# block 1

### Congestion heat map, block 1

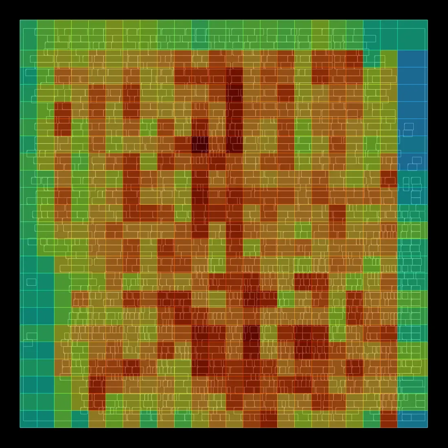

## src/rtl/div_r4_ctrl.sv

```systemverilog
// div_r4_ctrl -- sequencing controller for a radix-4 SRT divide datapath.
//
// Accepts a dividend/divisor pair over a start/done handshake and seeds the
// partial remainder w. Each ITER cycle it presents the residual estimate, the
// latched divisor and the divisor-indexed threshold set to an external
// quotient-digit LUT. It then folds the returned digit and -q*d back into Q and w.
// It also owns the programmable 8x4 threshold table.
//
// Configuration macro: DIV_CORRECT_EN
//   defined   : a CORR state makes rem non-negative and quo the truncated quotient
//   undefined : the raw signed w/Q are reported and latency is one cycle shorter
//
// Handshake: start_i is sampled only in IDLE. A start seen in any other state is
// ignored and is not remembered. done_o is a one-cycle pulse while in DONE.
// quo_o/rem_o/err_o are valid with done_o and hold until the next accepted start.
//
// Ports:
//   clk_i, reset_i        clock (rising edge), asynchronous active-high reset
//   start_i, x_i, d_i     request, dividend (WF+4 bits), divisor (WF+5 bits)
//   busy_o, done_o, err_o status; err_o flags a non-normalized divisor
//   quo_o, rem_o          signed quotient and final residual
//   cfg_we_i/addr_i/data_i threshold-table write, {index,sel}, honoured in IDLE
//   lut_en_o, lut_yhat_o, lut_m2_o..lut_mm1_o, lut_d_o   digit-LUT request
//   lut_q_i, lut_mqd_i    digit and -q*d returned by the LUT
//   state_o               current FSM state (debug observation)
module div_r4_ctrl #(
  parameter int WF    = 9,
  parameter int NITER = 7
) (
  input  logic                 clk_i,
  input  logic                 reset_i,
  input  logic                 start_i,
  input  logic [WF+3:0]        x_i,
  input  logic [WF+4:0]        d_i,
  output logic                 busy_o,
  output logic                 done_o,
  output logic                 err_o,
  output logic [2*NITER+1:0]   quo_o,
  output logic [WF+6:0]        rem_o,
  input  logic                 cfg_we_i,
  input  logic [4:0]           cfg_addr_i,
  input  logic [6:0]           cfg_data_i,
  output logic                 lut_en_o,
  output logic [6:0]           lut_yhat_o,
  output logic [6:0]           lut_m2_o,
  output logic [6:0]           lut_m1_o,
  output logic [6:0]           lut_m0_o,
  output logic [6:0]           lut_mm1_o,
  output logic [WF+4:0]        lut_d_o,
  input  logic [2:0]           lut_q_i,
  input  logic [WF+6:0]        lut_mqd_i,
  output logic [1:0]           state_o
);

  localparam int WW = WF + 7;
  localparam int QW = 2 * NITER + 2;
  localparam int CW = $clog2(NITER + 1);

  typedef enum logic [1:0] {
    S_IDLE = 2'd0,
    S_ITER = 2'd1,
    S_CORR = 2'd2,
    S_DONE = 2'd3
  } state_t;

  // Reset contents of the threshold table, addressed as {index[2:0], sel[1:0]}.
  function automatic logic [6:0] thr_default(input logic [4:0] a);
    int v;
    v = 0;
    case (a[1:0])
      2'd0: case (a[4:2])
              3'd0: v = 12;  3'd1: v = 14;  3'd2: v = 15;  3'd3: v = 16;
              3'd4: v = 18;  3'd5: v = 20;  3'd6: v = 20;  default: v = 24;
            endcase
      2'd1: case (a[4:2])
              3'd0, 3'd1, 3'd2, 3'd3: v = 4;
              3'd4, 3'd5:             v = 6;
              default:                v = 8;
            endcase
      2'd2: case (a[4:2])
              3'd0:                         v = -4;
              3'd1, 3'd2, 3'd3, 3'd4:       v = -6;
              default:                      v = -8;
            endcase
      default: case (a[4:2])
              3'd0: v = -13; 3'd1: v = -15; 3'd2: v = -16; 3'd3: v = -18;
              3'd4: v = -20; 3'd5: v = -20; 3'd6: v = -22; default: v = -24;
            endcase
    endcase
    return v[6:0];
  endfunction

  state_t          state_q, state_d;
  logic [WW-1:0]   w_q;
  logic [QW-1:0]   q_q;
  logic [CW-1:0]   cnt_q;
  logic [WF+4:0]   d_q;
  logic [2:0]      idx_q;
  logic [QW-1:0]   quo_q;
  logic [WW-1:0]   rem_q;
  logic            err_q, busy_q, done_q, lut_en_q;
  logic [6:0]      tbl_q [32];

  logic            d_norm;
  logic            last_iter;
  logic [WW-1:0]   w4, w_next, w_init, w_corr;
  logic [QW-1:0]   q_next, q_corr;
  logic            unused_x_lsbs;

  assign d_norm    = !d_i[WF+4] && d_i[WF+3];
  assign last_iter = (cnt_q == CW'(NITER - 1));
  assign w4        = {w_q[WW-3:0], 2'b00};
  assign w_next    = w4 + lut_mqd_i;
  assign q_next    = {q_q[QW-3:0], 2'b00} + {{(QW-3){lut_q_i[2]}}, lut_q_i};
  // x sits at WF+4 fraction bits; the divide-by-4 drops its two lowest bits.
  assign w_init    = {{(WW-(WF+2)){1'b0}}, x_i[WF+3:2]};
  assign unused_x_lsbs = ^x_i[1:0];
  assign w_corr    = w_q + {{(WW-(WF+5)){1'b0}}, d_q};
  assign q_corr    = q_q - QW'(1);

  always_comb begin
    state_d = state_q;
    case (state_q)
      S_IDLE: if (start_i) state_d = d_norm ? S_ITER : S_DONE;
      S_ITER: if (last_iter) begin
`ifdef DIV_CORRECT_EN
        state_d = S_CORR;
`else
        state_d = S_DONE;
`endif
      end
      S_CORR: state_d = S_DONE;
      default: state_d = S_IDLE;
    endcase
  end

  always_ff @(posedge clk_i or posedge reset_i) begin
    if (reset_i) begin
      state_q  <= S_IDLE;
      w_q      <= '0;
      q_q      <= '0;
      cnt_q    <= '0;
      d_q      <= '0;
      idx_q    <= '0;
      quo_q    <= '0;
      rem_q    <= '0;
      err_q    <= 1'b0;
      busy_q   <= 1'b0;
      done_q   <= 1'b0;
      lut_en_q <= 1'b0;
      for (int i = 0; i < 32; i++) tbl_q[i] <= thr_default(5'(i));
    end else begin
      state_q  <= state_d;
      // Status flags are registered from the next state so they line up with state_q.
      busy_q   <= (state_d != S_IDLE);
      done_q   <= (state_d == S_DONE);
      lut_en_q <= (state_d == S_ITER);
      case (state_q)
        S_IDLE: begin
          if (cfg_we_i) tbl_q[cfg_addr_i] <= cfg_data_i;
          if (start_i) begin
            if (d_norm) begin
              d_q   <= d_i;
              idx_q <= d_i[WF+2:WF];
              w_q   <= w_init;
              q_q   <= '0;
              cnt_q <= '0;
              err_q <= 1'b0;
            end else begin
              err_q <= 1'b1;
              quo_q <= '0;
              rem_q <= '0;
            end
          end
        end
        S_ITER: begin
          w_q   <= w_next;
          q_q   <= q_next;
          cnt_q <= cnt_q + CW'(1);
`ifndef DIV_CORRECT_EN
          if (last_iter) begin
            quo_q <= q_next;
            rem_q <= w_next;
          end
`endif
        end
        S_CORR: begin
          // A negative residual means the last digit overshot by one unit.
          if (w_q[WW-1]) begin
            w_q   <= w_corr;
            q_q   <= q_corr;
            quo_q <= q_corr;
            rem_q <= w_corr;
          end else begin
            quo_q <= q_q;
            rem_q <= w_q;
          end
        end
        default: ;
      endcase
    end
  end

  assign busy_o     = busy_q;
  assign done_o     = done_q;
  assign err_o      = err_q;
  assign quo_o      = quo_q;
  assign rem_o      = rem_q;
  assign state_o    = state_q;
  assign lut_en_o   = lut_en_q;
  // LUT request lines are quiet outside ITER.
  assign lut_yhat_o = lut_en_q ? w4[WW-1:WW-7] : '0;
  assign lut_m2_o   = lut_en_q ? tbl_q[{idx_q, 2'd0}] : '0;
  assign lut_m1_o   = lut_en_q ? tbl_q[{idx_q, 2'd1}] : '0;
  assign lut_m0_o   = lut_en_q ? tbl_q[{idx_q, 2'd2}] : '0;
  assign lut_mm1_o  = lut_en_q ? tbl_q[{idx_q, 2'd3}] : '0;
  assign lut_d_o    = lut_en_q ? d_q : '0;

endmodule

```

## config.mk

```make
export PLATFORM = sky130hd
export DESIGN_NAME = div_r4_ctrl
export DESIGN_NICKNAME = d
export VERILOG_FILES = /design/src/rtl/div_r4_ctrl.sv
export SDC_FILE = /design/constraint.sdc
export NUM_CORES = 1
export LEC_CHECK = 0
export CORE_UTILIZATION = 63
export DETAILED_ROUTE_END_ITERATION = 7
export PLACE_DENSITY = 0.86
export SYNTH_ARGS = -nofsm -noshare
export SYNTH_HDL_FRONTEND = slang
export SYNTH_SLANG_ARGS = --single-unit
```

## constraint.sdc

```tcl
create_clock -name clk_i -period 18.4 [get_ports clk_i]
set_input_delay 1.84 -clock clk_i [delete_from_list [all_inputs] [get_ports clk_i]]
set_output_delay 1.84 -clock clk_i [all_outputs]
set_load 0.02 [all_outputs]
```

# block 2

<file path="config.mk">
export PLATFORM = sky130hd
export DESIGN_NAME = fetch_unit_flat
export DESIGN_NICKNAME = d
export VERILOG_FILES = /design/src/rtl/fetch_unit_if.sv /design/src/rtl/fetch_unit.sv /design/src/flat_wrapper.sv
export SDC_FILE = /design/constraint.sdc
export NUM_CORES = 1
export LEC_CHECK = 0
export CAP_MARGIN = 20
export CORE_MARGIN = 1.5
export CORE_UTILIZATION = 30
export CTS_CLUSTER_SIZE = 28
export DETAILED_ROUTE_END_ITERATION = 10
export HOLD_SLACK_MARGIN = 0.12
export PLACE_DENSITY = 0.63
export SYNTH_ARGS = -nofsm -noshare
export SYNTH_HDL_FRONTEND = slang
export SYNTH_SLANG_ARGS = --single-unit
</file>
<file path="constraint.sdc">
create_clock -name i_clk -period 5.5 [get_ports i_clk]
set_clock_uncertainty 0.1 [all_clocks]
set_input_delay 0.55 -clock i_clk [delete_from_list [all_inputs] [get_ports i_clk]]
set_output_delay 0.55 -clock i_clk [all_outputs]
set_load 0.05 [all_outputs]
</file>
<file path="src/rtl/fetch_unit_if.sv">
// Fetch-unit bus: the instruction-memory request/response pair, the redirect path and the decode handshake.
// The misalignment status signals exist only when FETCH_MISALIGN_CHK_EN is defined.
interface fetch_unit_if;
    logic [31:0] o_pc;
    logic        o_pc_req;
    logic [31:0] i_instr;
    logic        i_redirect;
    logic [31:0] i_redirect_pc;
    logic        o_id_valid;
    logic [31:0] o_id_pc;
    logic [31:0] o_id_instr;
    logic        i_id_ready;
`ifdef FETCH_MISALIGN_CHK_EN
    logic        o_misalign;
    logic [31:0] o_misalign_pc;
`endif

    modport master (
`ifdef FETCH_MISALIGN_CHK_EN
        output o_misalign, o_misalign_pc,
`endif
        output o_pc, o_pc_req, o_id_valid, o_id_pc, o_id_instr,
        input  i_instr, i_redirect, i_redirect_pc, i_id_ready
    );

    modport slave (
`ifdef FETCH_MISALIGN_CHK_EN
        input  o_misalign, o_misalign_pc,
`endif
        input  o_pc, o_pc_req, o_id_valid, o_id_pc, o_id_instr,
        output i_instr, i_redirect, i_redirect_pc, i_id_ready
    );
endinterface

</file>
<file path="src/rtl/fetch_unit.sv">
// Instruction-fetch front end: PC generation, 1-cycle memory requests, {pc, instr} queue to decode, redirects.
// Optional FETCH_MISALIGN_CHK_EN: misaligned redirects halt fetch and report the offending PC.
module fetch_unit #(
    parameter logic [31:0] RESET_PC   = 32'h0000_0000,
    parameter int          FIFO_DEPTH = 2
) (
    input  logic          i_clk,
    input  logic          i_rst,
    fetch_unit_if.master  bus
);
    localparam int PTR_W = $clog2(FIFO_DEPTH);

    typedef enum logic {RUN, HALT} state_e;

    state_e            state_q, state_d;
    logic [31:0]       pc_q, pc_d;
    logic              inflight_v_q, inflight_v_d;
    logic [31:0]       inflight_pc_q, inflight_pc_d;
    logic [PTR_W-1:0]  rd_ptr_q, rd_ptr_d;
    logic [PTR_W-1:0]  wr_ptr_q, wr_ptr_d;
    logic [PTR_W:0]    count_q, count_d;
    logic [31:0]       fifo_pc_q    [FIFO_DEPTH];
    logic [31:0]       fifo_instr_q [FIFO_DEPTH];

    logic              id_valid, pop, push, issue;
    logic [PTR_W:0]    occupancy;
`ifdef FETCH_MISALIGN_CHK_EN
    logic              misalign_q, misalign_d;
    logic [31:0]       misalign_pc_q, misalign_pc_d;
    logic              redirect_misaligned;
`endif

    assign id_valid  = (count_q != '0) && !bus.i_redirect;
    assign pop       = id_valid && bus.i_id_ready;
    // Entries already held or still arriving, after this cycle's pop, must leave a slot for a new request.
    assign occupancy = count_q + (PTR_W+1)'(inflight_v_q) - (PTR_W+1)'(pop);
    assign issue     = (state_q == RUN) && !i_rst && !bus.i_redirect
                       && (occupancy < (PTR_W+1)'(FIFO_DEPTH));
    assign push      = inflight_v_q && !bus.i_redirect;

    assign bus.o_pc       = pc_q;
    assign bus.o_pc_req   = issue;
    assign bus.o_id_valid = id_valid;
    assign bus.o_id_pc    = fifo_pc_q[rd_ptr_q];
    assign bus.o_id_instr = fifo_instr_q[rd_ptr_q];
`ifdef FETCH_MISALIGN_CHK_EN
    assign redirect_misaligned = bus.i_redirect_pc[1:0] != 2'b00;
    assign bus.o_misalign      = misalign_q;
    assign bus.o_misalign_pc   = misalign_pc_q;
`endif

    always_comb begin
        // NOTE: every signal gets a default first so no path through this block can infer a latch.
        state_d       = state_q;
        pc_d          = pc_q;
        inflight_v_d  = 1'b0;
        inflight_pc_d = inflight_pc_q;
        rd_ptr_d      = rd_ptr_q;
        wr_ptr_d      = wr_ptr_q;
        count_d       = count_q;
`ifdef FETCH_MISALIGN_CHK_EN
        misalign_d    = misalign_q;
        misalign_pc_d = misalign_pc_q;
`endif
        if (bus.i_redirect) begin
            pc_d     = bus.i_redirect_pc & ~32'h3;
            rd_ptr_d = '0;
            wr_ptr_d = '0;
            count_d  = '0;
            state_d  = RUN;
`ifdef FETCH_MISALIGN_CHK_EN
            misalign_d = redirect_misaligned;
            if (redirect_misaligned) begin
                state_d       = HALT;
                misalign_pc_d = bus.i_redirect_pc;
            end
`endif
        end else begin
            if (push) wr_ptr_d = wr_ptr_q + 1'b1;
            if (pop)  rd_ptr_d = rd_ptr_q + 1'b1;
            count_d = count_q + (PTR_W+1)'(push) - (PTR_W+1)'(pop);
            if (issue) begin
                pc_d          = pc_q + 32'd4;
                inflight_v_d  = 1'b1;
                inflight_pc_d = pc_q;
            end
        end
    end

    always_ff @(posedge i_clk) begin
        // NOTE: state uses non-blocking assignments so every flop samples pre-edge values.
        if (i_rst) begin
            state_q       <= RUN;
            pc_q          <= RESET_PC;
            inflight_v_q  <= 1'b0;
            inflight_pc_q <= '0;
            rd_ptr_q      <= '0;
            wr_ptr_q      <= '0;
            count_q       <= '0;
            // NOTE: the queue storage is reset because the head entry is visible on the outputs right after reset.
            for (int i = 0; i < FIFO_DEPTH; i++) begin
                fifo_pc_q[i]    <= '0;
                fifo_instr_q[i] <= '0;
            end
`ifdef FETCH_MISALIGN_CHK_EN
            misalign_q    <= 1'b0;
            misalign_pc_q <= '0;
`endif
        end else begin
            state_q       <= state_d;
            pc_q          <= pc_d;
            inflight_v_q  <= inflight_v_d;
            inflight_pc_q <= inflight_pc_d;
            rd_ptr_q      <= rd_ptr_d;
            wr_ptr_q      <= wr_ptr_d;
            count_q       <= count_d;
            if (push) begin
                fifo_pc_q[wr_ptr_q]    <= inflight_pc_q;
                fifo_instr_q[wr_ptr_q] <= bus.i_instr;
            end
`ifdef FETCH_MISALIGN_CHK_EN
            misalign_q    <= misalign_d;
            misalign_pc_q <= misalign_pc_d;
`endif
        end
    end
endmodule

</file>
<file path="src/flat_wrapper.sv">
// flat-port wrapper written by rule: the top's interface ports become plain ports
module fetch_unit_flat 
#(
    parameter logic [31:0] RESET_PC   = 32'h0000_0000,
    parameter int          FIFO_DEPTH = 2
)
  (i_clk, i_rst, bus_o_pc, bus_o_pc_req, bus_o_id_valid, bus_o_id_pc, bus_o_id_instr, bus_i_instr, bus_i_redirect, bus_i_redirect_pc, bus_i_id_ready);
  fetch_unit_if bus_i ();
  input  logic i_clk;
  input  logic i_rst;
  output wire logic [$bits(bus_i.o_pc)-1:0] bus_o_pc;
  output wire logic [$bits(bus_i.o_pc_req)-1:0] bus_o_pc_req;
  output wire logic [$bits(bus_i.o_id_valid)-1:0] bus_o_id_valid;
  output wire logic [$bits(bus_i.o_id_pc)-1:0] bus_o_id_pc;
  output wire logic [$bits(bus_i.o_id_instr)-1:0] bus_o_id_instr;
  input wire logic [$bits(bus_i.i_instr)-1:0] bus_i_instr;
  input wire logic [$bits(bus_i.i_redirect)-1:0] bus_i_redirect;
  input wire logic [$bits(bus_i.i_redirect_pc)-1:0] bus_i_redirect_pc;
  input wire logic [$bits(bus_i.i_id_ready)-1:0] bus_i_id_ready;
  assign bus_o_pc = bus_i.o_pc;
  assign bus_o_pc_req = bus_i.o_pc_req;
  assign bus_o_id_valid = bus_i.o_id_valid;
  assign bus_o_id_pc = bus_i.o_id_pc;
  assign bus_o_id_instr = bus_i.o_id_instr;
  assign bus_i.i_instr = bus_i_instr;
  assign bus_i.i_redirect = bus_i_redirect;
  assign bus_i.i_redirect_pc = bus_i_redirect_pc;
  assign bus_i.i_id_ready = bus_i_id_ready;
  fetch_unit #(.RESET_PC(RESET_PC), .FIFO_DEPTH(FIFO_DEPTH)) u_core (.i_clk(i_clk), .i_rst(i_rst), .bus(bus_i));
endmodule
</file>

==> layout pictures side by side <==
Signal wires on met4.
Drawn at 3 px/µm. Supply wires on this layer in grey.
panel A
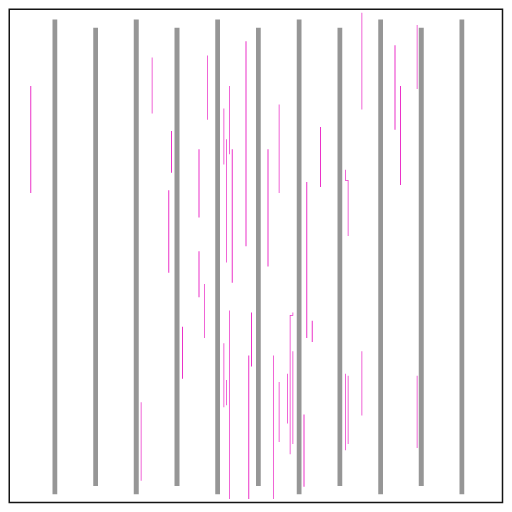
panel B
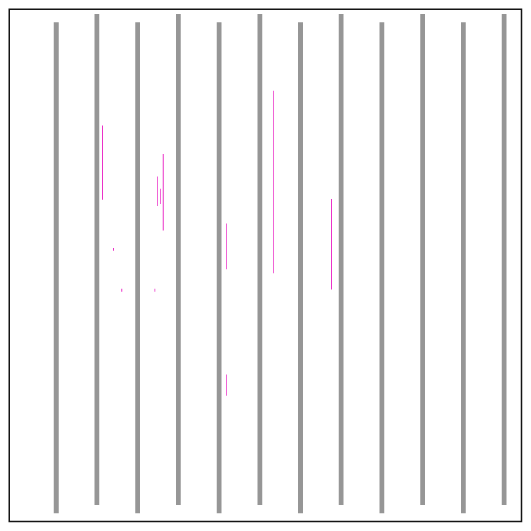
block 1 -> panel A
block 2 -> panel B

### Sequential cells coloured by netlist name, block 1

Drawn at 3 px/µm. Other sequential cells in the stronger grey, the rest of the logic in the fainter grey.
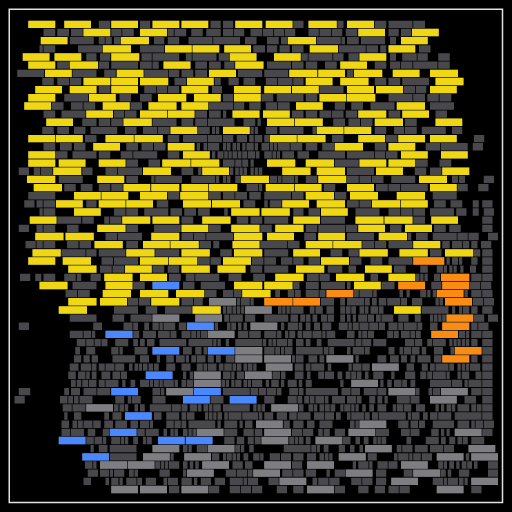
- tbl_q: yellow (flops 224)
- d_q: orange (flops 14; where middle right)
- q_q: blue (flops 16)
area used by sequential logic in the layout: 7910 µm²
Seq/total area: 40.8%
Sequential Power: 1060 µW
fraction of the core area covered by cells at the end of the flow: 76.1%

About 'Congestion heat map' of block 1:
routing usage on met1: 43.0%
met2 track demand over resource in global routing: 51.9%
GRT Max-Usage Layer: met2
DR WL/cell: 21.9 µm

==> flow_metrics.rpt, block 1 <==
IMPLEMENTATION SUMMARY REPORT
----------------------------------------------------
[Floorplan]
  Die X ........................ 164 µm

[Logic synthesis]
  Post-synthesis async set-or-reset flop share ........................ 100%
  Flip-flops with a built-in enable ........................ 0
  Most common cell in the netlist ........................ sky130_fd_sc_hd__mux2_2
  Total number of yosys warnings ........................ 0
  MUX area fraction ........................ 25.5%
  Cell types with the highest counts after synthesis ........................ 232 x sky130_fd_sc_hd__mux2_2, 214 x sky130_fd_sc_hd__dfrtp_1, 147 x sky130_fd_sc_hd__nand2_1

[Route]
  Drt first-iter violations ........................ 996
  Via/cell ratio ........................ 6.34

[Outcome]
  Result of the run ........................ complete, no violations

[Pwr]
  Max power group ........................ combinational logic
  Worst-case vdd ir drop ........................ 0.000126 V

[Layout]
  Number of sequential storage elements ........................ 311

[Critical path]
  Critical-path top delay cell ........................ sky130_fd_sc_hd__buf_4
  Cell depth of the worst flop-to-flop path ........................ 8
  Critical path cell sequence ........................ buf_4, mux4_2, mux2i_1, nor2b_1, clkdlybuf4s50_1
  Endpoint required time on the critical path ........................ 16560 ps

[Timing]
  Summed negative setup slack over all endpoints ........................ 0 ps

[Clocking]
  Number of clock buffers inserted by TritonCTS ........................ 35

----------------------------------------------------
## block 1: sequential cells by signal, summed over array words and instances (netlist names), 2 cells and up
| name | cells |
|---|---|
| tbl_q | 224 |
| q_q | 16 |
| quo_o | 16 |
| rem_o | 16 |
| w_q | 16 |
| d_q | 14 |
| cnt_q | 3 |
| state_o | 2 |
## block 1: layout by cell type, fill, tap and decap left out, types with 41 or more instances in the layout
cell	count
sky130_fd_sc_hd__a21oi_1	41
sky130_fd_sc_hd__mux4_2	56
sky130_fd_sc_hd__clkdlybuf4s50_1	146
sky130_fd_sc_hd__nand2_1	147
sky130_fd_sc_hd__nor2_1	59
sky130_fd_sc_hd__dfrtp_1	211
sky130_fd_sc_hd__dfstp_2	97
sky130_fd_sc_hd__ha_1	47
sky130_fd_sc_hd__mux2_2	232
sky130_fd_sc_hd__o21ai_0	77
## block 1: per-stage QoR
step,setup WS (ps),total power [µW],cells,cell area [µm²]
floorplan,8120,1960,1386,16500
global placement,13230,2300,1791,18200
detailed placement,13160,2350,1791,18200
CTS,13060,3080,1855,19400
global route,12950,3250,1855,19400
finish,13130,3090,1855,19400
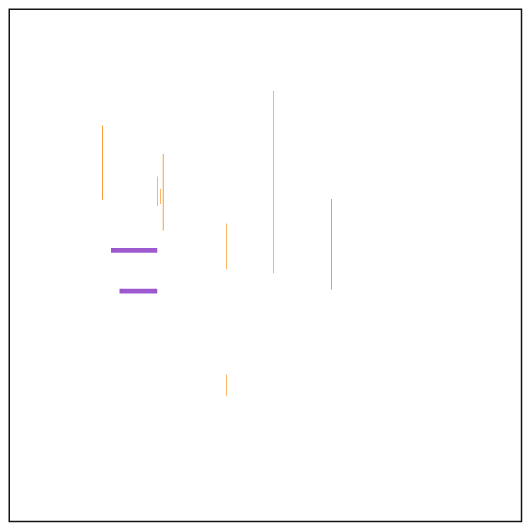
*Wiring by layer, block 2*
Drawn at 3 px/µm. Only two layers are drawn.
- met4: orange (wire length 178 µm)
- met5: purple (wire length 24.8 µm)
global routing usage summed across all routing layers: 14.6%
DR WL/cell: 16.8 µm
total wire length: 20900 µm
via count: 5843

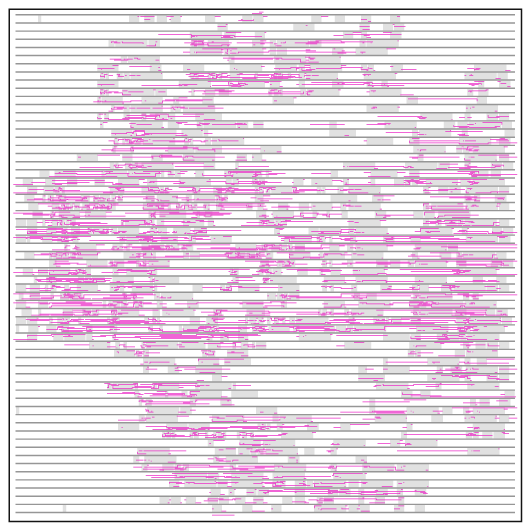
*The metal 1 layer, block 2*
Drawn at 3 px/µm. Supply wires on this layer in grey. Cells faint in the background.
- nets with wire on the layer: 846
- main direction: horizontal
routing usage on met1: 19.2%

==> flow_metrics.rpt, block 2 <==
IMPLEMENTATION SUMMARY REPORT
----------------------------------------------------
[Outcome]
  Result of the run ........................ complete, no violations

[Critical path]
  Kind of critical path ........................ input pin to output pin
  Critical-path top delay cell ........................ sky130_fd_sc_hd__clkdlybuf4s50_1

[Pwr]
  Sw Share ........................ 26.1%
  Leak ........................ 0.00382 µW
  Worst-case vdd ir drop ........................ 0.000184 V

[Layout]
  Highest-count cells in the layout ignoring fill and taps ........................ 157 x sky130_fd_sc_hd__clkdlybuf4s50_1, 127 x sky130_fd_sc_hd__and2_1, 124 x sky130_fd_sc_hd__edfxtp_1, 91 x sky130_fd_sc_hd__nand2_1, 65 x sky130_fd_sc_hd__dfxtp_1
  Final instance area ........................ 10800 µm²
  Diodes inserted ........................ 0

[Placement]
  Placed wire-length estimate ........................ 12900 µm
  Placed Area ........................ 10300 µm²
  Number of buffer cells added on primary ports ........................ 159
  Placer Congestion ........................ 0.771

[Clocking]
  Count of clock tree sinks ........................ 190

[Logic synthesis]
  Ys cells ........................ 714
  Gate count of the mapped netlist ........................ 714
  Number of library cell types mapped by synthesis ........................ 52
  Simple share ........................ 18.7%

[Worst hold path]
  Cells on Worst Hold Path ........................ 2

[Floorplan]
  Top-level I/O count ........................ 166
  Cell Rows ........................ 61
  Core utilization before placement ........................ 30.4%
  Area of the die ........................ 29000 µm²

[Timing]
  Highest clock frequency the design can meet ........................ 249 MHz
  RSZ-0062 raised after global routing ........................ false
  Post-route worst setup slack ........................ 1490 ps

[Global routing]
  Residual overflow from global routing ........................ 0

----------------------------------------------------
## block 2: worst reg2reg max path: cells and delay by family, from the launching register on
family,cells,cell delay [ps]
simple gates,6,1360
flops,1,430
buf+inv,1,260
fa+ha+maj,1,250
compound gates,1,190
xor+xnor,1,170
## block 2: cell type report
type | count | area [µm²] | share of cell area (%)
Timing Repair Buffer | 167 | 1660 | 15.3
Tap cell | 378 | 473 | 4.37
Clock inverter | 12 | 72.6 | 0.671
Multi-Input combinational cell | 467 | 3090 | 28.5
Sequential cell | 190 | 5050 | 46.7
Inverter | 12 | 45.0 | 0.416
Clock buffer | 20 | 437 | 4.04
## block 2: flip-flops by register name, summed over array words and instances (netlist names), named ones only
| signal | cells |
|---|---|
| u_core.wr_ptr_q | 1 |
| u_core.fifo_pc_q | 60 |
| u_core.count_q | 2 |
| u_core.fifo_instr_q | 64 |
| u_core.inflight_pc_q | 30 |
| u_core.bus.o_pc | 30 |
| u_core.inflight_v_q | 1 |
| u_core.rd_ptr_q | 1 |
## block 2: power groups by stage
stage	Combinational [µW]	Clock [µW]	Sequential, µW
after detailed placement	405	0	1650
after floorplan	204	0	1680
after CTS	407	1120	1620
after global routing	425	1180	1620
final	403	1090	1610
after global placement	404	0	1640

# block 3

### Signal wires on met4, block 3

Drawn at 3 px/µm. Supply wires on this layer in grey.
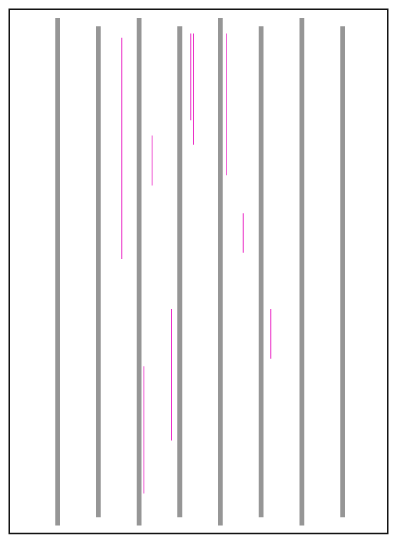

$ cat config.mk
export PLATFORM = sky130hd
export DESIGN_NAME = instruction_fetch_controller
export DESIGN_NICKNAME = d
export VERILOG_FILES = /design/src/rtl/instruction_fetch_controller.sv
export SDC_FILE = /design/constraint.sdc
export NUM_CORES = 1
export LEC_CHECK = 0
export CAP_MARGIN = 20
export CORE_ASPECT_RATIO = 1.4
export CORE_MARGIN = 2
export CORE_UTILIZATION = 40
export CTS_CLUSTER_SIZE = 25
export DETAILED_ROUTE_END_ITERATION = 7
export MAX_ROUTING_LAYER = met4
export PLACE_DENSITY = 0.67
export SETUP_SLACK_MARGIN = 0.05
export SLEW_MARGIN = 20
export SYNTH_ARGS = -nofsm -noshare
export SYNTH_HDL_FRONTEND = slang
export SYNTH_SLANG_ARGS = --single-unit
$ cat constraint.sdc
create_clock -name i_clk -period 7.1 [get_ports i_clk]
set_input_delay 0.71 -clock i_clk [delete_from_list [all_inputs] [get_ports i_clk]]
set_output_delay 0.71 -clock i_clk [all_outputs]
set_load 0.02 [all_outputs]
$ cat src/rtl/instruction_fetch_controller.sv
// Fetches instructions from a combinational word-addressed memory into a 2-entry {PC, instr} buffer.
// Decode pops the buffer over valid/ready; a redirect flushes it and re-targets the PC.
module instruction_fetch_controller #(
  parameter logic [31:0] RESET_PC = 32'h0000_0000
) (
  input  logic        i_clk,
  input  logic        i_reset,
  input  logic        i_enable,
  output logic [31:0] o_address,
  input  logic [31:0] i_instruction,
  input  logic        i_redirect,
  input  logic [31:0] i_redirect_pc,
  output logic        o_out_valid,
  input  logic        i_out_ready,
  output logic [31:0] o_out_instr,
  output logic [31:0] o_out_pc,
  output logic [31:0] o_fetch_count
);

  logic [31:0] r_pc;
  logic [31:0] r_fifo_pc    [2];
  logic [31:0] r_fifo_instr [2];
  logic        r_head;
  logic        r_tail;
  logic [1:0]  r_count;
  logic [31:0] r_fetch_count;

  logic        w_valid;
  logic        w_pop;
  logic        w_push;
  logic [1:0]  w_count_next;

  assign w_valid = (r_count != 2'd0);
  assign w_pop   = w_valid & i_out_ready;
  // A full buffer may still accept when the head leaves in the same cycle.
  assign w_push  = i_enable & ~i_redirect & ((r_count != 2'd2) | w_pop);

  always_comb begin
    w_count_next = r_count;
    if (w_push && !w_pop) begin
      w_count_next = r_count + 2'd1;
    end else if (w_pop && !w_push) begin
      w_count_next = r_count - 2'd1;
    end
  end

  always_ff @(posedge i_clk) begin
    if (i_reset) begin
      r_pc          <= RESET_PC;
      r_head        <= 1'b0;
      r_tail        <= 1'b0;
      r_count       <= 2'd0;
      r_fetch_count <= 32'd0;
    end else if (i_redirect) begin
      r_pc    <= {i_redirect_pc[31:2], 2'b00};
      r_head  <= 1'b0;
      r_tail  <= 1'b0;
      r_count <= 2'd0;
    end else begin
      r_count <= w_count_next;
      if (w_pop) begin
        r_head <= ~r_head;
      end
      if (w_push) begin
        r_tail        <= ~r_tail;
        r_pc          <= r_pc + 32'd4;
        r_fetch_count <= r_fetch_count + 32'd1;
      end
    end
  end

  // Entry storage needs no reset: it is only observed while the occupancy count covers it.
  always_ff @(posedge i_clk) begin
    if (w_push && !i_reset) begin
      r_fifo_pc[r_tail]    <= r_pc;
      r_fifo_instr[r_tail] <= i_instruction;
    end
  end

  assign o_address     = r_pc;
  assign o_out_valid   = w_valid;
  assign o_out_instr   = w_valid ? r_fifo_instr[r_head] : 32'd0;
  assign o_out_pc      = w_valid ? r_fifo_pc[r_head]    : 32'd0;
  assign o_fetch_count = r_fetch_count;

endmodule

# block 4

===== config.mk =====
export PLATFORM = sky130hd
export DESIGN_NAME = mux_scan_reg
export DESIGN_NICKNAME = d
export VERILOG_FILES = /design/src/rtl/mux_scan_reg_pkg.sv /design/src/rtl/mux_scan_next.sv /design/src/rtl/mux_scan_reg.sv
export SDC_FILE = /design/constraint.sdc
export NUM_CORES = 1
export LEC_CHECK = 0
export ABC_CLOCK_PERIOD_IN_PS = 5100
export CAP_MARGIN = 30
export CORE_ASPECT_RATIO = 0.5
export CORE_UTILIZATION = 30
export CTS_BUF_LIST = sky130_fd_sc_hd__clkbuf_4
export CTS_CLUSTER_DIAMETER = 80
export DETAILED_ROUTE_END_ITERATION = 10
export PLACE_DENSITY = 0.54
export SYNTH_ARGS = -nofsm -noshare
export SYNTH_HDL_FRONTEND = slang
export SYNTH_SLANG_ARGS = --single-unit

===== constraint.sdc =====
create_clock -name clk -period 5.1 [get_ports clk]
set_input_delay 1.02 -clock clk [delete_from_list [all_inputs] [get_ports clk]]
set_output_delay 1.02 -clock clk [all_outputs]
set_load 0.005 [all_outputs]

===== src/rtl/mux_scan_reg_pkg.sv =====
// Shared definitions for the registered scanning channel multiplexer:
// mode encodings and a constant-evaluable ceiling log2.
package mux_scan_reg_pkg;

  localparam logic MODE_DIRECT = 1'b0;
  localparam logic MODE_SCAN   = 1'b1;

  // Ceiling log2; clog2(1) == 0, callers clamp the result to at least one bit.
  function automatic int clog2(input int value);
    int r;
    r = 0;
    for (int i = 0; i < 31; i++) begin
      if ((1 << i) < value) r = i + 1;
    end
    return r;
  endfunction

endpackage


===== src/rtl/mux_scan_next.sv =====
// Circular priority search: the first channel above ptr_i (wrapping) whose
// mask bit is set, and whether that search wrapped past the top channel.
module mux_scan_next
  import mux_scan_reg_pkg::*;
#(
  parameter int SEL_W = 3
) (
  input  logic [SEL_W-1:0]      ptr_i,
  input  logic [(1<<SEL_W)-1:0] ch_mask_i,
  output logic [SEL_W-1:0]      next_o,
  output logic                  wrapped_o
);

  localparam int N_CH = 1 << SEL_W;

  logic [SEL_W-1:0] idx;
  logic             found;

  // Offset N_CH lands back on ptr_i itself, covering the single-bit mask case.
  always_comb begin
    next_o = ptr_i;
    found  = 1'b0;
    idx    = '0;
    for (int i = 1; i <= N_CH; i++) begin
      idx = ptr_i + SEL_W'(i);
      if (!found && ch_mask_i[idx]) begin
        next_o = idx;
        found  = 1'b1;
      end
    end
  end

  assign wrapped_o = (next_o <= ptr_i);

endmodule


===== src/rtl/mux_scan_reg.sv =====
// Registered N:1 channel multiplexer with enable; direct select or a scan
// pointer that dwells DWELL cycles on each channel enabled in ch_mask.
module mux_scan_reg
  import mux_scan_reg_pkg::*;
#(
  parameter int SEL_W  = 3,
  parameter int DATA_W = 1,
  parameter int DWELL  = 1
) (
  input  logic                           clk,
  input  logic                           rst_n,
  input  logic                           enable,
  input  logic                           mode,
  input  logic [SEL_W-1:0]               select,
  input  logic [(1<<SEL_W)-1:0]          ch_mask,
  input  logic [(1<<SEL_W)*DATA_W-1:0]   data,
  output logic [DATA_W-1:0]              out,
  output logic                           out_valid,
  output logic [SEL_W-1:0]               cur_ch,
  output logic                           wrap
);

  localparam int N_CH   = 1 << SEL_W;
  localparam int DCNT_W = (clog2(DWELL) < 1) ? 1 : clog2(DWELL);
  localparam logic [DCNT_W-1:0] DCNT_LAST = DCNT_W'(DWELL - 1);

  logic [DATA_W-1:0] out_q, out_d;
  logic              out_valid_q, out_valid_d;
  logic [SEL_W-1:0]  cur_ch_q, cur_ch_d;
  logic              wrap_q, wrap_d;
  logic [SEL_W-1:0]  ptr_q, ptr_d;
  logic [DCNT_W-1:0] dcnt_q, dcnt_d;
  logic              mode_q, mode_d;

  logic [SEL_W-1:0]  pick;
  logic [DATA_W-1:0] ch_term [N_CH];
  logic [DATA_W-1:0] picked;
  logic [SEL_W-1:0]  ptr_nx;
  logic              ptr_wrap;
  logic [DCNT_W-1:0] dcnt_eff;

  assign pick = (mode == MODE_SCAN) ? ptr_q : select;

  // AND-OR extraction keeps every part-select constant.
  generate
    for (genvar gi = 0; gi < N_CH; gi++) begin : g_ch
      assign ch_term[gi] = data[gi*DATA_W +: DATA_W] & {DATA_W{pick == SEL_W'(gi)}};
    end
  endgenerate

  always_comb begin
    picked = '0;
    for (int k = 0; k < N_CH; k++) begin
      picked = picked | ch_term[k];
    end
  end

  mux_scan_next #(
    .SEL_W (SEL_W)
  ) u_next (
    .ptr_i     (ptr_q),
    .ch_mask_i (ch_mask),
    .next_o    (ptr_nx),
    .wrapped_o (ptr_wrap)
  );

  // First scan cycle after direct mode restarts the dwell on the held pointer.
  assign dcnt_eff = (mode_q == MODE_SCAN) ? dcnt_q : '0;

  always_comb begin
    out_d       = '0;
    out_valid_d = 1'b0;
    cur_ch_d    = cur_ch_q;
    wrap_d      = 1'b0;
    ptr_d       = ptr_q;
    dcnt_d      = dcnt_q;
    mode_d      = mode;
    if (enable) begin
      if (mode == MODE_DIRECT) begin
        out_d       = picked;
        out_valid_d = 1'b1;
        cur_ch_d    = select;
      end else if (ch_mask == '0) begin
        dcnt_d = '0;
      end else if (!ch_mask[ptr_q]) begin
        ptr_d  = ptr_nx;
        dcnt_d = '0;
        wrap_d = ptr_wrap;
      end else begin
        out_d       = picked;
        out_valid_d = 1'b1;
        cur_ch_d    = ptr_q;
        if (dcnt_eff == DCNT_LAST) begin
          dcnt_d = '0;
          ptr_d  = ptr_nx;
          wrap_d = ptr_wrap;
        end else begin
          dcnt_d = dcnt_eff + DCNT_W'(1);
        end
      end
    end
  end

  always_ff @(posedge clk or negedge rst_n) begin
    if (!rst_n) begin
      out_q       <= '0;
      out_valid_q <= 1'b0;
      cur_ch_q    <= '0;
      wrap_q      <= 1'b0;
      ptr_q       <= '0;
      dcnt_q      <= '0;
      mode_q      <= MODE_DIRECT;
    end else begin
      out_q       <= out_d;
      out_valid_q <= out_valid_d;
      cur_ch_q    <= cur_ch_d;
      wrap_q      <= wrap_d;
      ptr_q       <= ptr_d;
      dcnt_q      <= dcnt_d;
      mode_q      <= mode_d;
    end
  end

  assign out       = out_q;
  assign out_valid = out_valid_q;
  assign cur_ch    = cur_ch_q;
  assign wrap      = wrap_q;

endmodule


# block 5

==> src/rtl/bcd_display_pkg.sv <==
// Shared types and constants for the BCD seven-segment display driver.
package bcd_display_pkg;

  typedef enum logic [1:0] {
    IDLE    = 2'd0,
    CONVERT = 2'd1,
    UPDATE  = 2'd2
  } state_t;

  localparam logic [6:0] SEG_BLANK = 7'h7F;
  localparam logic [6:0] SEG_DASH  = 7'b0111111;

  // 10^n, saturating at 10^19 so the result always fits in 64 bits.
  function automatic logic [63:0] pow10(input int unsigned n);
    logic [63:0] r;
    r = 64'd1;
    for (int unsigned i = 0; i < n && i < 19; i++) begin
      r = r * 64'd10;
    end
    return r;
  endfunction

endpackage

==> src/rtl/bcd_to_seven_seg.sv <==
// Active-low seven-segment decoder for a single BCD digit; bit 6 = segment g.
module bcd_to_seven_seg (
  input  logic [3:0] bcd_val,
  output logic [6:0] seven_seg_val
);

  always_comb begin
    seven_seg_val = 7'h7F;
    case (bcd_val)
      4'd0: seven_seg_val = 7'h40;
      4'd1: seven_seg_val = 7'h79;
      4'd2: seven_seg_val = 7'h24;
      4'd3: seven_seg_val = 7'h30;
      4'd4: seven_seg_val = 7'h19;
      4'd5: seven_seg_val = 7'h12;
      4'd6: seven_seg_val = 7'h02;
      4'd7: seven_seg_val = 7'h78;
      4'd8: seven_seg_val = 7'h00;
      4'd9: seven_seg_val = 7'h10;
      default: seven_seg_val = 7'h7F;
    endcase
  end

endmodule

==> src/rtl/bcd_display_driver.sv <==
// Sequential double-dabble binary-to-BCD converter driving NUM_DIGITS
// active-low seven-segment displays with leading-zero blanking and overflow dashes.
module bcd_display_driver
  import bcd_display_pkg::*;
#(
  parameter int unsigned BIN_WIDTH     = 8,
  parameter int unsigned NUM_DIGITS    = 3,
  parameter bit          BLANK_LEADING = 1'b1
) (
  input  logic                         clk,
  input  logic                         rst_n,
  input  logic                         in_valid,
  output logic                         in_ready,
  input  logic [BIN_WIDTH-1:0]         in_bin,
  output logic                         busy,
  output logic                         overflow,
  output logic [NUM_DIGITS-1:0][6:0]   hex
);

  localparam int unsigned BCD_W = 4 * NUM_DIGITS;
  localparam int unsigned CNT_W = $clog2(BIN_WIDTH + 1);
  localparam logic [63:0] MAX_VAL = pow10(NUM_DIGITS) - 64'd1;

  state_t                      state, state_nxt;
  logic [CNT_W-1:0]            cnt, cnt_nxt;
  logic [BIN_WIDTH-1:0]        bin_q, bin_nxt;
  logic [BCD_W-1:0]            bcd, bcd_nxt, bcd_adj;
  logic                        ovf_pend, ovf_pend_nxt;
  logic                        overflow_nxt;
  logic [NUM_DIGITS-1:0][6:0]  hex_nxt, seg_raw, seg_disp;

  // Double-dabble correction: add 3 to every nibble >= 5 before the shift.
  always_comb begin
    bcd_adj = bcd;
    for (int unsigned i = 0; i < NUM_DIGITS; i++) begin
      if (bcd[4*i +: 4] >= 4'd5) begin
        bcd_adj[4*i +: 4] = bcd[4*i +: 4] + 4'd3;
      end
    end
  end

  for (genvar g = 0; g < NUM_DIGITS; g++) begin : g_dec
    bcd_to_seven_seg u_dec (
      .bcd_val       (bcd[4*g +: 4]),
      .seven_seg_val (seg_raw[g])
    );
  end

  // Walk from the top digit down, blanking while every digit so far is zero.
  always_comb begin
    logic lead;
    lead     = 1'b1;
    seg_disp = seg_raw;
    for (int k = int'(NUM_DIGITS) - 1; k >= 0; k--) begin
      lead = lead & (bcd[4*k +: 4] == 4'd0);
      if (ovf_pend) begin
        seg_disp[k] = SEG_DASH;
      end else if (BLANK_LEADING && lead && (k != 0)) begin
        seg_disp[k] = SEG_BLANK;
      end
    end
  end

  always_comb begin
    state_nxt    = state;
    cnt_nxt      = cnt;
    bin_nxt      = bin_q;
    bcd_nxt      = bcd;
    ovf_pend_nxt = ovf_pend;
    hex_nxt      = hex;
    overflow_nxt = overflow;
    case (state)
      IDLE: begin
        if (in_valid) begin
          bin_nxt      = in_bin;
          bcd_nxt      = '0;
          cnt_nxt      = CNT_W'(BIN_WIDTH);
          ovf_pend_nxt = (64'(in_bin) > MAX_VAL);
          state_nxt    = CONVERT;
        end
      end
      CONVERT: begin
        bcd_nxt = {bcd_adj[BCD_W-2:0], bin_q[BIN_WIDTH-1]};
        bin_nxt = bin_q << 1;
        cnt_nxt = cnt - CNT_W'(1);
        if (cnt == CNT_W'(1)) begin
          state_nxt = UPDATE;
        end
      end
      UPDATE: begin
        hex_nxt      = seg_disp;
        overflow_nxt = ovf_pend;
        state_nxt    = IDLE;
      end
      default: state_nxt = IDLE;
    endcase
  end

  // Handshake flags are registered from the next state, so they track the state register.
  always_ff @(posedge clk or negedge rst_n) begin
    if (!rst_n) begin
      state    <= IDLE;
      cnt      <= '0;
      bin_q    <= '0;
      bcd      <= '0;
      ovf_pend <= 1'b0;
      overflow <= 1'b0;
      hex      <= {NUM_DIGITS{SEG_BLANK}};
      busy     <= 1'b0;
      in_ready <= 1'b1;
    end else begin
      state    <= state_nxt;
      cnt      <= cnt_nxt;
      bin_q    <= bin_nxt;
      bcd      <= bcd_nxt;
      ovf_pend <= ovf_pend_nxt;
      overflow <= overflow_nxt;
      hex      <= hex_nxt;
      busy     <= (state_nxt != IDLE);
      in_ready <= (state_nxt == IDLE);
    end
  end

endmodule
==> config.mk <==
export PLATFORM = sky130hd
export DESIGN_NAME = bcd_display_driver
export DESIGN_NICKNAME = d
export VERILOG_FILES = /design/src/rtl/bcd_display_pkg.sv /design/src/rtl/bcd_to_seven_seg.sv /design/src/rtl/bcd_display_driver.sv
export SDC_FILE = /design/constraint.sdc
export NUM_CORES = 1
export LEC_CHECK = 0
export ABC_AREA = 1
export CAP_MARGIN = 20
export CORE_MARGIN = 8
export CORE_UTILIZATION = 24
export DETAILED_ROUTE_END_ITERATION = 6
export PLACE_DENSITY_LB_ADDON = 0.1
export SETUP_SLACK_MARGIN = 0.05
export SLEW_MARGIN = 20
export SYNTH_ARGS = -nofsm -noshare
export SYNTH_HDL_FRONTEND = slang
export SYNTH_HIERARCHICAL = 1
export SYNTH_SLANG_ARGS = --single-unit
==> constraint.sdc <==
create_clock -name clk -period 2.2 [get_ports clk]
set_clock_uncertainty 0.15 [all_clocks]
set_input_delay 0.44 -clock clk [delete_from_list [all_inputs] [get_ports clk]]
set_output_delay 0.44 -clock clk [all_outputs]
set_load 0.02 [all_outputs]

==> notes/layouts.md <==
Pictures saved along the way, in no particular order.

Wiring by layer.
Plate I
Drawn at 6 px/µm. Only two layers are drawn.
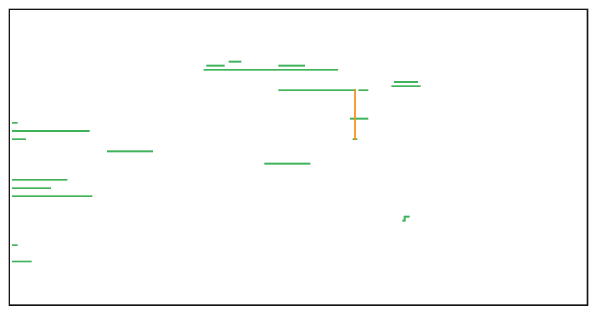
Plate II
Drawn at 3 px/µm. Only two layers are drawn.
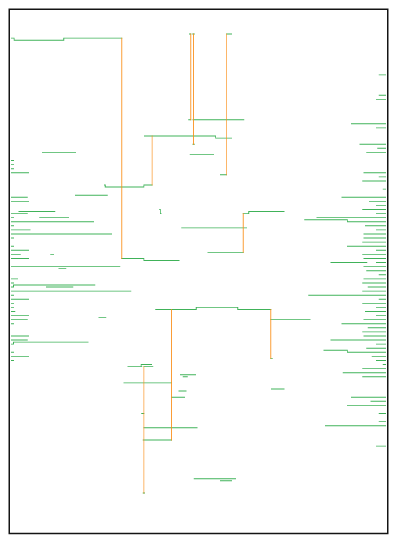
Plate III
Drawn at 4 px/µm. Only two layers are drawn.
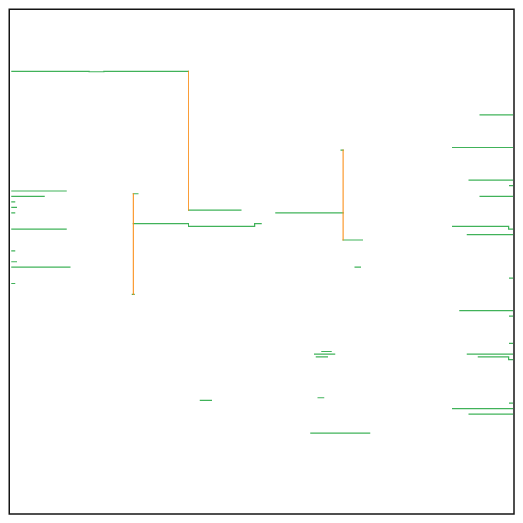
- block 4 = Plate I
- block 5 = Plate III
- block 3 = Plate II

Key to Plate I:
- met4: orange (wire length 8.20 µm)
- met3: green (wire length 120 µm)

### Congestion heat map, block 4

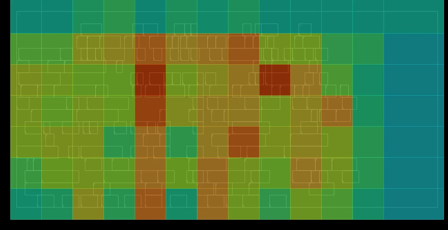
met3 GRT Util: 2.65%
fraction of the core area covered by cells at the end of the flow: 41.5%
met2 track demand over resource in global routing: 22.8%
routing usage on met1: 25.6%

==> flow_metrics.rpt, block 4 <==
IMPLEMENTATION SUMMARY REPORT
----------------------------------------------------
[Logic synthesis]
  Total number of yosys warnings ........................ 0
  Proportion of netlist area held by the largest area contributor ........................ 16.9%
  Synthesized flop and latch total ........................ 9
  Sequential cell area fraction in the yosys report ........................ 16.9%
  Synthesized Nets ........................ 173
  Post-synthesis async set-or-reset flop share ........................ 100%
  Post-synthesis area per instance ........................ 9.16 µm²

[Critical path]
  Cell depth of the worst flop-to-flop path ........................ 14
  CP Capture Type ........................ flop
  Worst setup path start ........................ ch_mask[4]
  Data arrival time of the critical path ........................ 4210 ps
  Depth of the critical timing path with buffers and inverters included ........................ 12
  Number of buffer and inverter stages on the critical path ........................ 1

[Flow run]
  Maxcap violations ........................ 0
  Tool Warnings ........................ 27

[Clocking]
  Number of buffers inserted by post-CTS setup repair ........................ 0
  CTS HTree Levels ........................ 1
  Insertion delay of the later-clocked pin in the worst-skew pair ........................ 260 ps

[Floorplan]
  Die X ........................ 96.1 µm
  Area of the die ........................ 4720 µm²

[Pwr]
  Clock share of power ........................ 4.6%
  Worst-case vdd ir drop ........................ 0.000434 V
  Clock network power ........................ 59.5 µW

[Route]
  Via/cell ratio ........................ 5.57

[Layout]
  Inverter count ........................ 5
  Area overhead of the layout relative to synthesis ........................ 26.8%
  Diodes inserted ........................ 0

[Placement]
  Placed insts ........................ 222

[Outcome]
  Result of the run ........................ complete, no violations

[Timing]
  RSZ-0062 raised after global routing ........................ false

[Global routing]
  Vias in the first global route ........................ 1133

----------------------------------------------------
[block 4: cells in the final DEF (no fill, tap or decap), drive strengths merged]
| cell type | instances |
|---|---|
| nor3 | 9 |
| ha | 5 |
| a221oi | 2 |
| o21ai | 5 |
| or2 | 2 |
| a21oi | 15 |
| nor4b | 1 |
| mux2i | 12 |
| nor2b | 2 |
| and3 | 1 |
| o21a | 1 |
| nor4 | 2 |
| a21boi | 2 |
| inv | 5 |
| a21o | 1 |
| a31oi | 4 |
| nand3 | 2 |
| nor2 | 10 |
| o31ai | 1 |
| mux2 | 6 |
| xnor2 | 4 |
| a211oi | 3 |
| clkbuf | 4 |
| and2 | 2 |
| dfrtp | 9 |
| buf | 2 |
| nand2 | 9 |
| nand4 | 1 |
| o2111ai | 1 |
| o21bai | 1 |
| o211ai | 2 |
| o221ai | 1 |
| clkdlybuf4s50 | 28 |
| mux4 | 10 |
| a22o | 1 |
| o21ba | 1 |
| o211a | 2 |
| a211o | 1 |
| xor2 | 2 |
[block 4: routing by layer]
| metal | track usage [%] | routed length, µm |
|---|---|---|
| met5 | 0 | 0 |
| met4 | 1.99 | 8 |
| met3 | 2.65 | 119 |
| met2 | 22.8 | 1540 |
| met1 | 25.6 | 1890 |
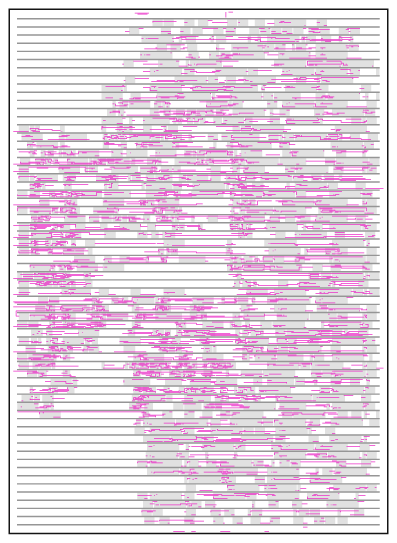
*The metal 1 layer, block 3*
Drawn at 3 px/µm. Supply wires on this layer in grey. Cells faint in the background.
- nets with wire on the layer: 833
- longest straight run: 42.3 µm
- main direction: horizontal
via count: 6213
total wire length: 19700 µm
routing usage on met1: 21.3%

## Picture notes: 'Signal wires on met4' of block 3
- share of all routed wire: 1.6%
- main direction: vertical
- nets with wire on the layer: 6

==> flow_metrics.rpt, block 3 <==
IMPLEMENTATION SUMMARY REPORT
----------------------------------------------------
[Floorplan]
  Area of the die ........................ 21900 µm²
  Core utilization before placement ........................ 40.6%

[Critical path]
  Data arrival time of the critical path ........................ 2670 ps
  Kind of critical path ........................ flop to output pin
  Setup slack of the worst register-to-register path ........................ 4220 ps
  Largest stage delay on the critical path ........................ 730 ps
  Critical path cell sequence ........................ buf_4, mux2i_1, nor2_1, clkdlybuf4s50_1

[Global routing]
  Residual overflow from global routing ........................ 0
  Pin count of the biggest net entering global routing ........................ 79
  Antenna violations before repair ........................ 0

[Logic synthesis]
  Top cell type by total area after synthesis ........................ sky130_fd_sc_hd__edfxtp_1
  Sequential cell area fraction in the yosys report ........................ 61.1%
  Proportion of netlist area held by the largest area contributor ........................ 44.9%
  Cell types with the highest counts after synthesis ........................ 124 x sky130_fd_sc_hd__edfxtp_1, 98 x sky130_fd_sc_hd__nor2_1, 67 x sky130_fd_sc_hd__dfxtp_1
  Gate count of the mapped netlist ........................ 710
  Total number of yosys warnings ........................ 0

[Timing]
  Count of final setup violators ........................ 0
  Layout Skew ........................ 14.7 ps
  Final count of hold timing violations ........................ 0
  Count of pins over their slew limit ........................ 0
  Final period util ........................ 47.6%
  Transition time at the pin with the least slew margin ........................ 915 ps

[Route]
  Via/cell ratio ........................ 5.40
  DRC errors left ........................ 0

[Layout]
  Fraction of the core area covered by cells at the end of the flow ........................ 53.7%

[Clocking]
  Number of clock buffers inserted by TritonCTS ........................ 17
  Insertion delay of the later-clocked pin in the worst-skew pair ........................ 440 ps
  Count of clock tree sinks ........................ 191
  Buffers from clock root to sink, at most ........................ 2

[Pwr]
  Leak ........................ 0.00344 µW

[Outcome]
  Result of the run ........................ complete, no violations

[Worst hold path]
  Cells on Worst Hold Path ........................ 2

[Placement]
  Placed insts ........................ 1118
  Post-placement setup slack ........................ 3350 ps

----------------------------------------------------
==> block 3: metal layers <==
metal / vias up / share of wire (%)
met4: 0 / 1.6
li1: 3030 / -
met3: 23 / 5.9
met1: 2992 / 40
met5: - / 0
met2: 168 / 52
==> block 3: layout make-up <==
| cell class | instances | area, µm² |
|---|---|---|
| repair buffers | 198 | 1960 |
| fillers | 1764 | 9440 |
| multi-input cells | 465 | 3000 |
| clock buffers | 18 | 429 |
| clock inverters | 14 | 156 |
| inverters | 8 | 30.0 |
| flip-flops and latches | 191 | 5070 |
| well taps | 256 | 320 |
==> block 3: sequential cells by signal, indices dropped and copies added (netlist names), named ones only <==
signal and cells:
o_address 30, r_tail 1, r_head 1, r_fifo_pc 60, o_fetch_count 32, r_fifo_instr 64
r_count 2
==> block 3: where the power goes <==
part,switching (µW),internal [µW]
clock,462,474
combinational,133,121
sequential,28.9,1210
==> block 3: how the worst min path moves through the flow <==
stage	to
finish	o_fetch_count[31]
global route	o_fetch_count[14]
CTS	o_fetch_count[31]
detailed placement	o_fetch_count[31]
global placement	o_fetch_count[31]
floorplan	flop
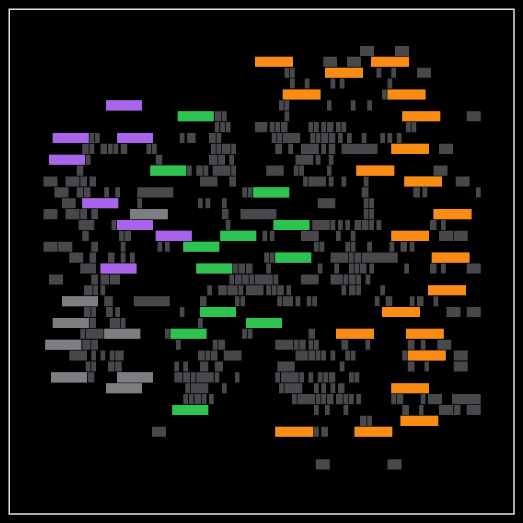
*Sequential cells coloured by netlist name, block 5*
Drawn at 4 px/µm. Other sequential cells in the stronger grey, the rest of the logic in the fainter grey.
- bin_q: purple (flops 8)
- hex: orange (flops 21)
- bcd: green (flops 12; where centre)
fraction of the core area covered by cells at the end of the flow: 29.6%
Seq/total area: 35.5%
Sequential Power: 1830 µW
area used by sequential logic in the layout: 1250 µm²

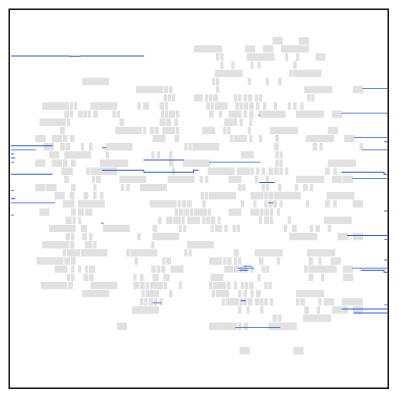
*M3 wires, block 5*
Drawn at 3 px/µm. Cells faint in the background.
- longest straight run: 21.2 µm
- nets with wire on the layer: 35
- wire length on this layer: 331 µm
- share of all routed wire: 5.1%
met3 GRT Util: 2.70%
via count: 2420
total wire length: 6530 µm

==> flow_metrics.rpt, block 5 <==
IMPLEMENTATION SUMMARY REPORT
----------------------------------------------------
[Critical path]
  Category of cells accounting for the largest share of critical-path delay ........................ buffers and inverters
  Capture point of the worst reg-to-reg path ........................ hex[13]
  Largest fanout of any net on the critical path ........................ 2
  CP Capture Point ........................ hex[7]
  Number of buffer and inverter stages on the critical path ........................ 1
  Kind of critical path ........................ flop to output pin

[Clocking]
  Number of buffers added to fix hold violations after cts ........................ 1
  Buffers from clock root to sink, at most ........................ 2

[Floorplan]
  Die X ........................ 126 µm
  Core Region ........................ 11900 µm²

[Outcome]
  Result of the run ........................ complete, no violations

[Placement]
  Placer Congestion ........................ 0.788

[Route]
  Drt first-iter violations ........................ 107

[Pwr]
  Sw Share ........................ 44.2%

----------------------------------------------------
## block 5: state kept, by name, summed over array words and instances, names as in the netlist
name / count
bcd: 12
bin_q: 8
busy: 1
cnt: 4
hex: 21
in_ready: 1
state: 2
## block 5: worst min path at each step
stage | endpoint | slack (ps) | startpoint
after floorplan | bcd[0] | -6 | rst_n
after global placement | bcd[9] | 310 | rst_n
after detailed placement | bcd[7] | 310 | rst_n
after CTS | hex[0] | 320 | hex[0]
after global routing | hex[6] | 330 | hex[6]
final | hex[5] | 310 | hex[5]
## block 5: metrics by stage
stage / power, µW / hold WS (ps)
6_report: 5260 / 311
5_1_grt: 5840 / 332
4_1_cts: 5360 / 316
3_5_place_dp: 4560 / 306
3_3_place_gp: 4570 / 306
2_1_floorplan: 3700 / -5.59
## block 5: routing by layer
metal,vias to the layer above,GRT usage [%],wire length (µm)
met5,-,0,0
met4,0,3.26,82
met3,8,2.70,330
met2,47,12.9,2630
met1,1087,11.4,3480
li1,1278,-,-
## block 5: cell type report
type	count	area (µm²)
Clock buffer	8	136
Fill cell	1317	8380
Inverter	41	154
Multi-Input combinational cell	281	1420
Sequential cell	49	1250
Tap cell	147	184
Timing Repair Buffer	38	378


==> notes/layouts.md <==
Pictures saved along the way, in no particular order.

The metal 1 layer.
shot_01.png
Drawn at 3 px/µm. Supply wires on this layer in grey. Cells faint in the background.
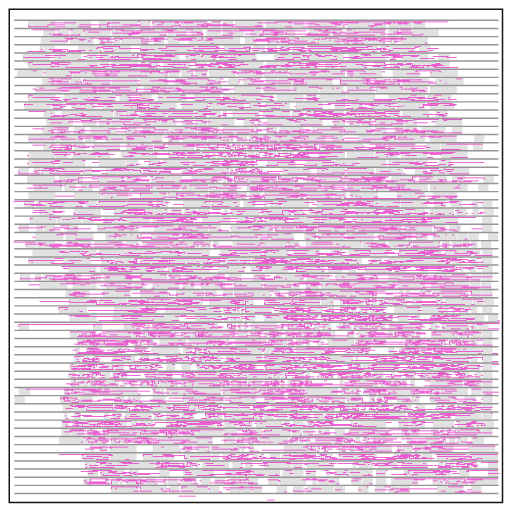
shot_02.png
Drawn at 8 px/µm. Supply wires on this layer in grey. Cells faint in the background.
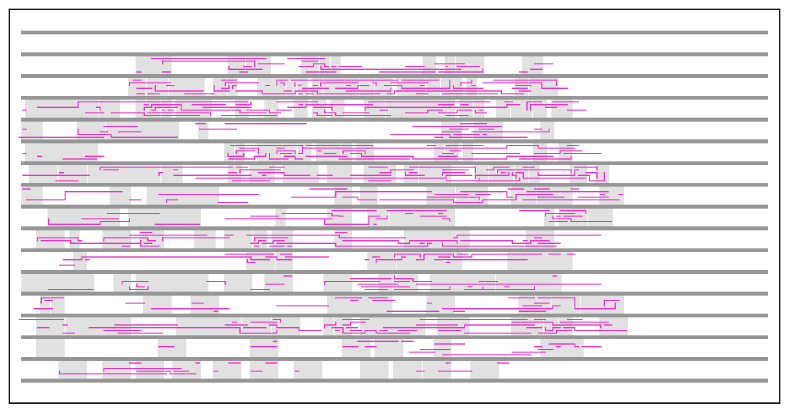
shot_03.png
Drawn at 4 px/µm. Supply wires on this layer in grey. Cells faint in the background.
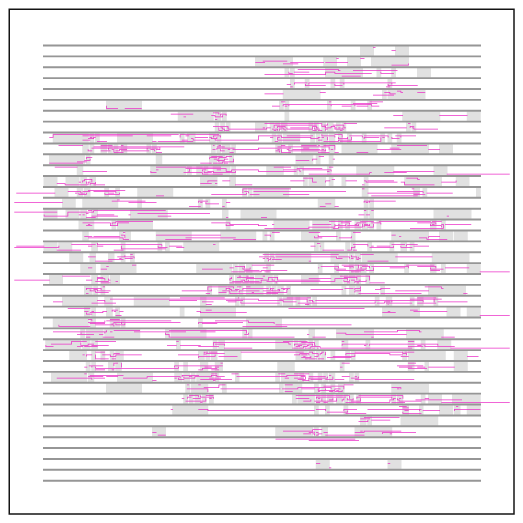
- shot_02.png = block 4
- shot_01.png = block 1
- shot_03.png = block 5

Key to shot_01.png:
- nets with wire on the layer: 1487
- share of all routed wire: 42%
- wire length on this layer: 17100 µm
- main direction: horizontal
- longest straight run: 57.5 µm

Power figures rest on the tool's default switching activity, not on a simulated workload.
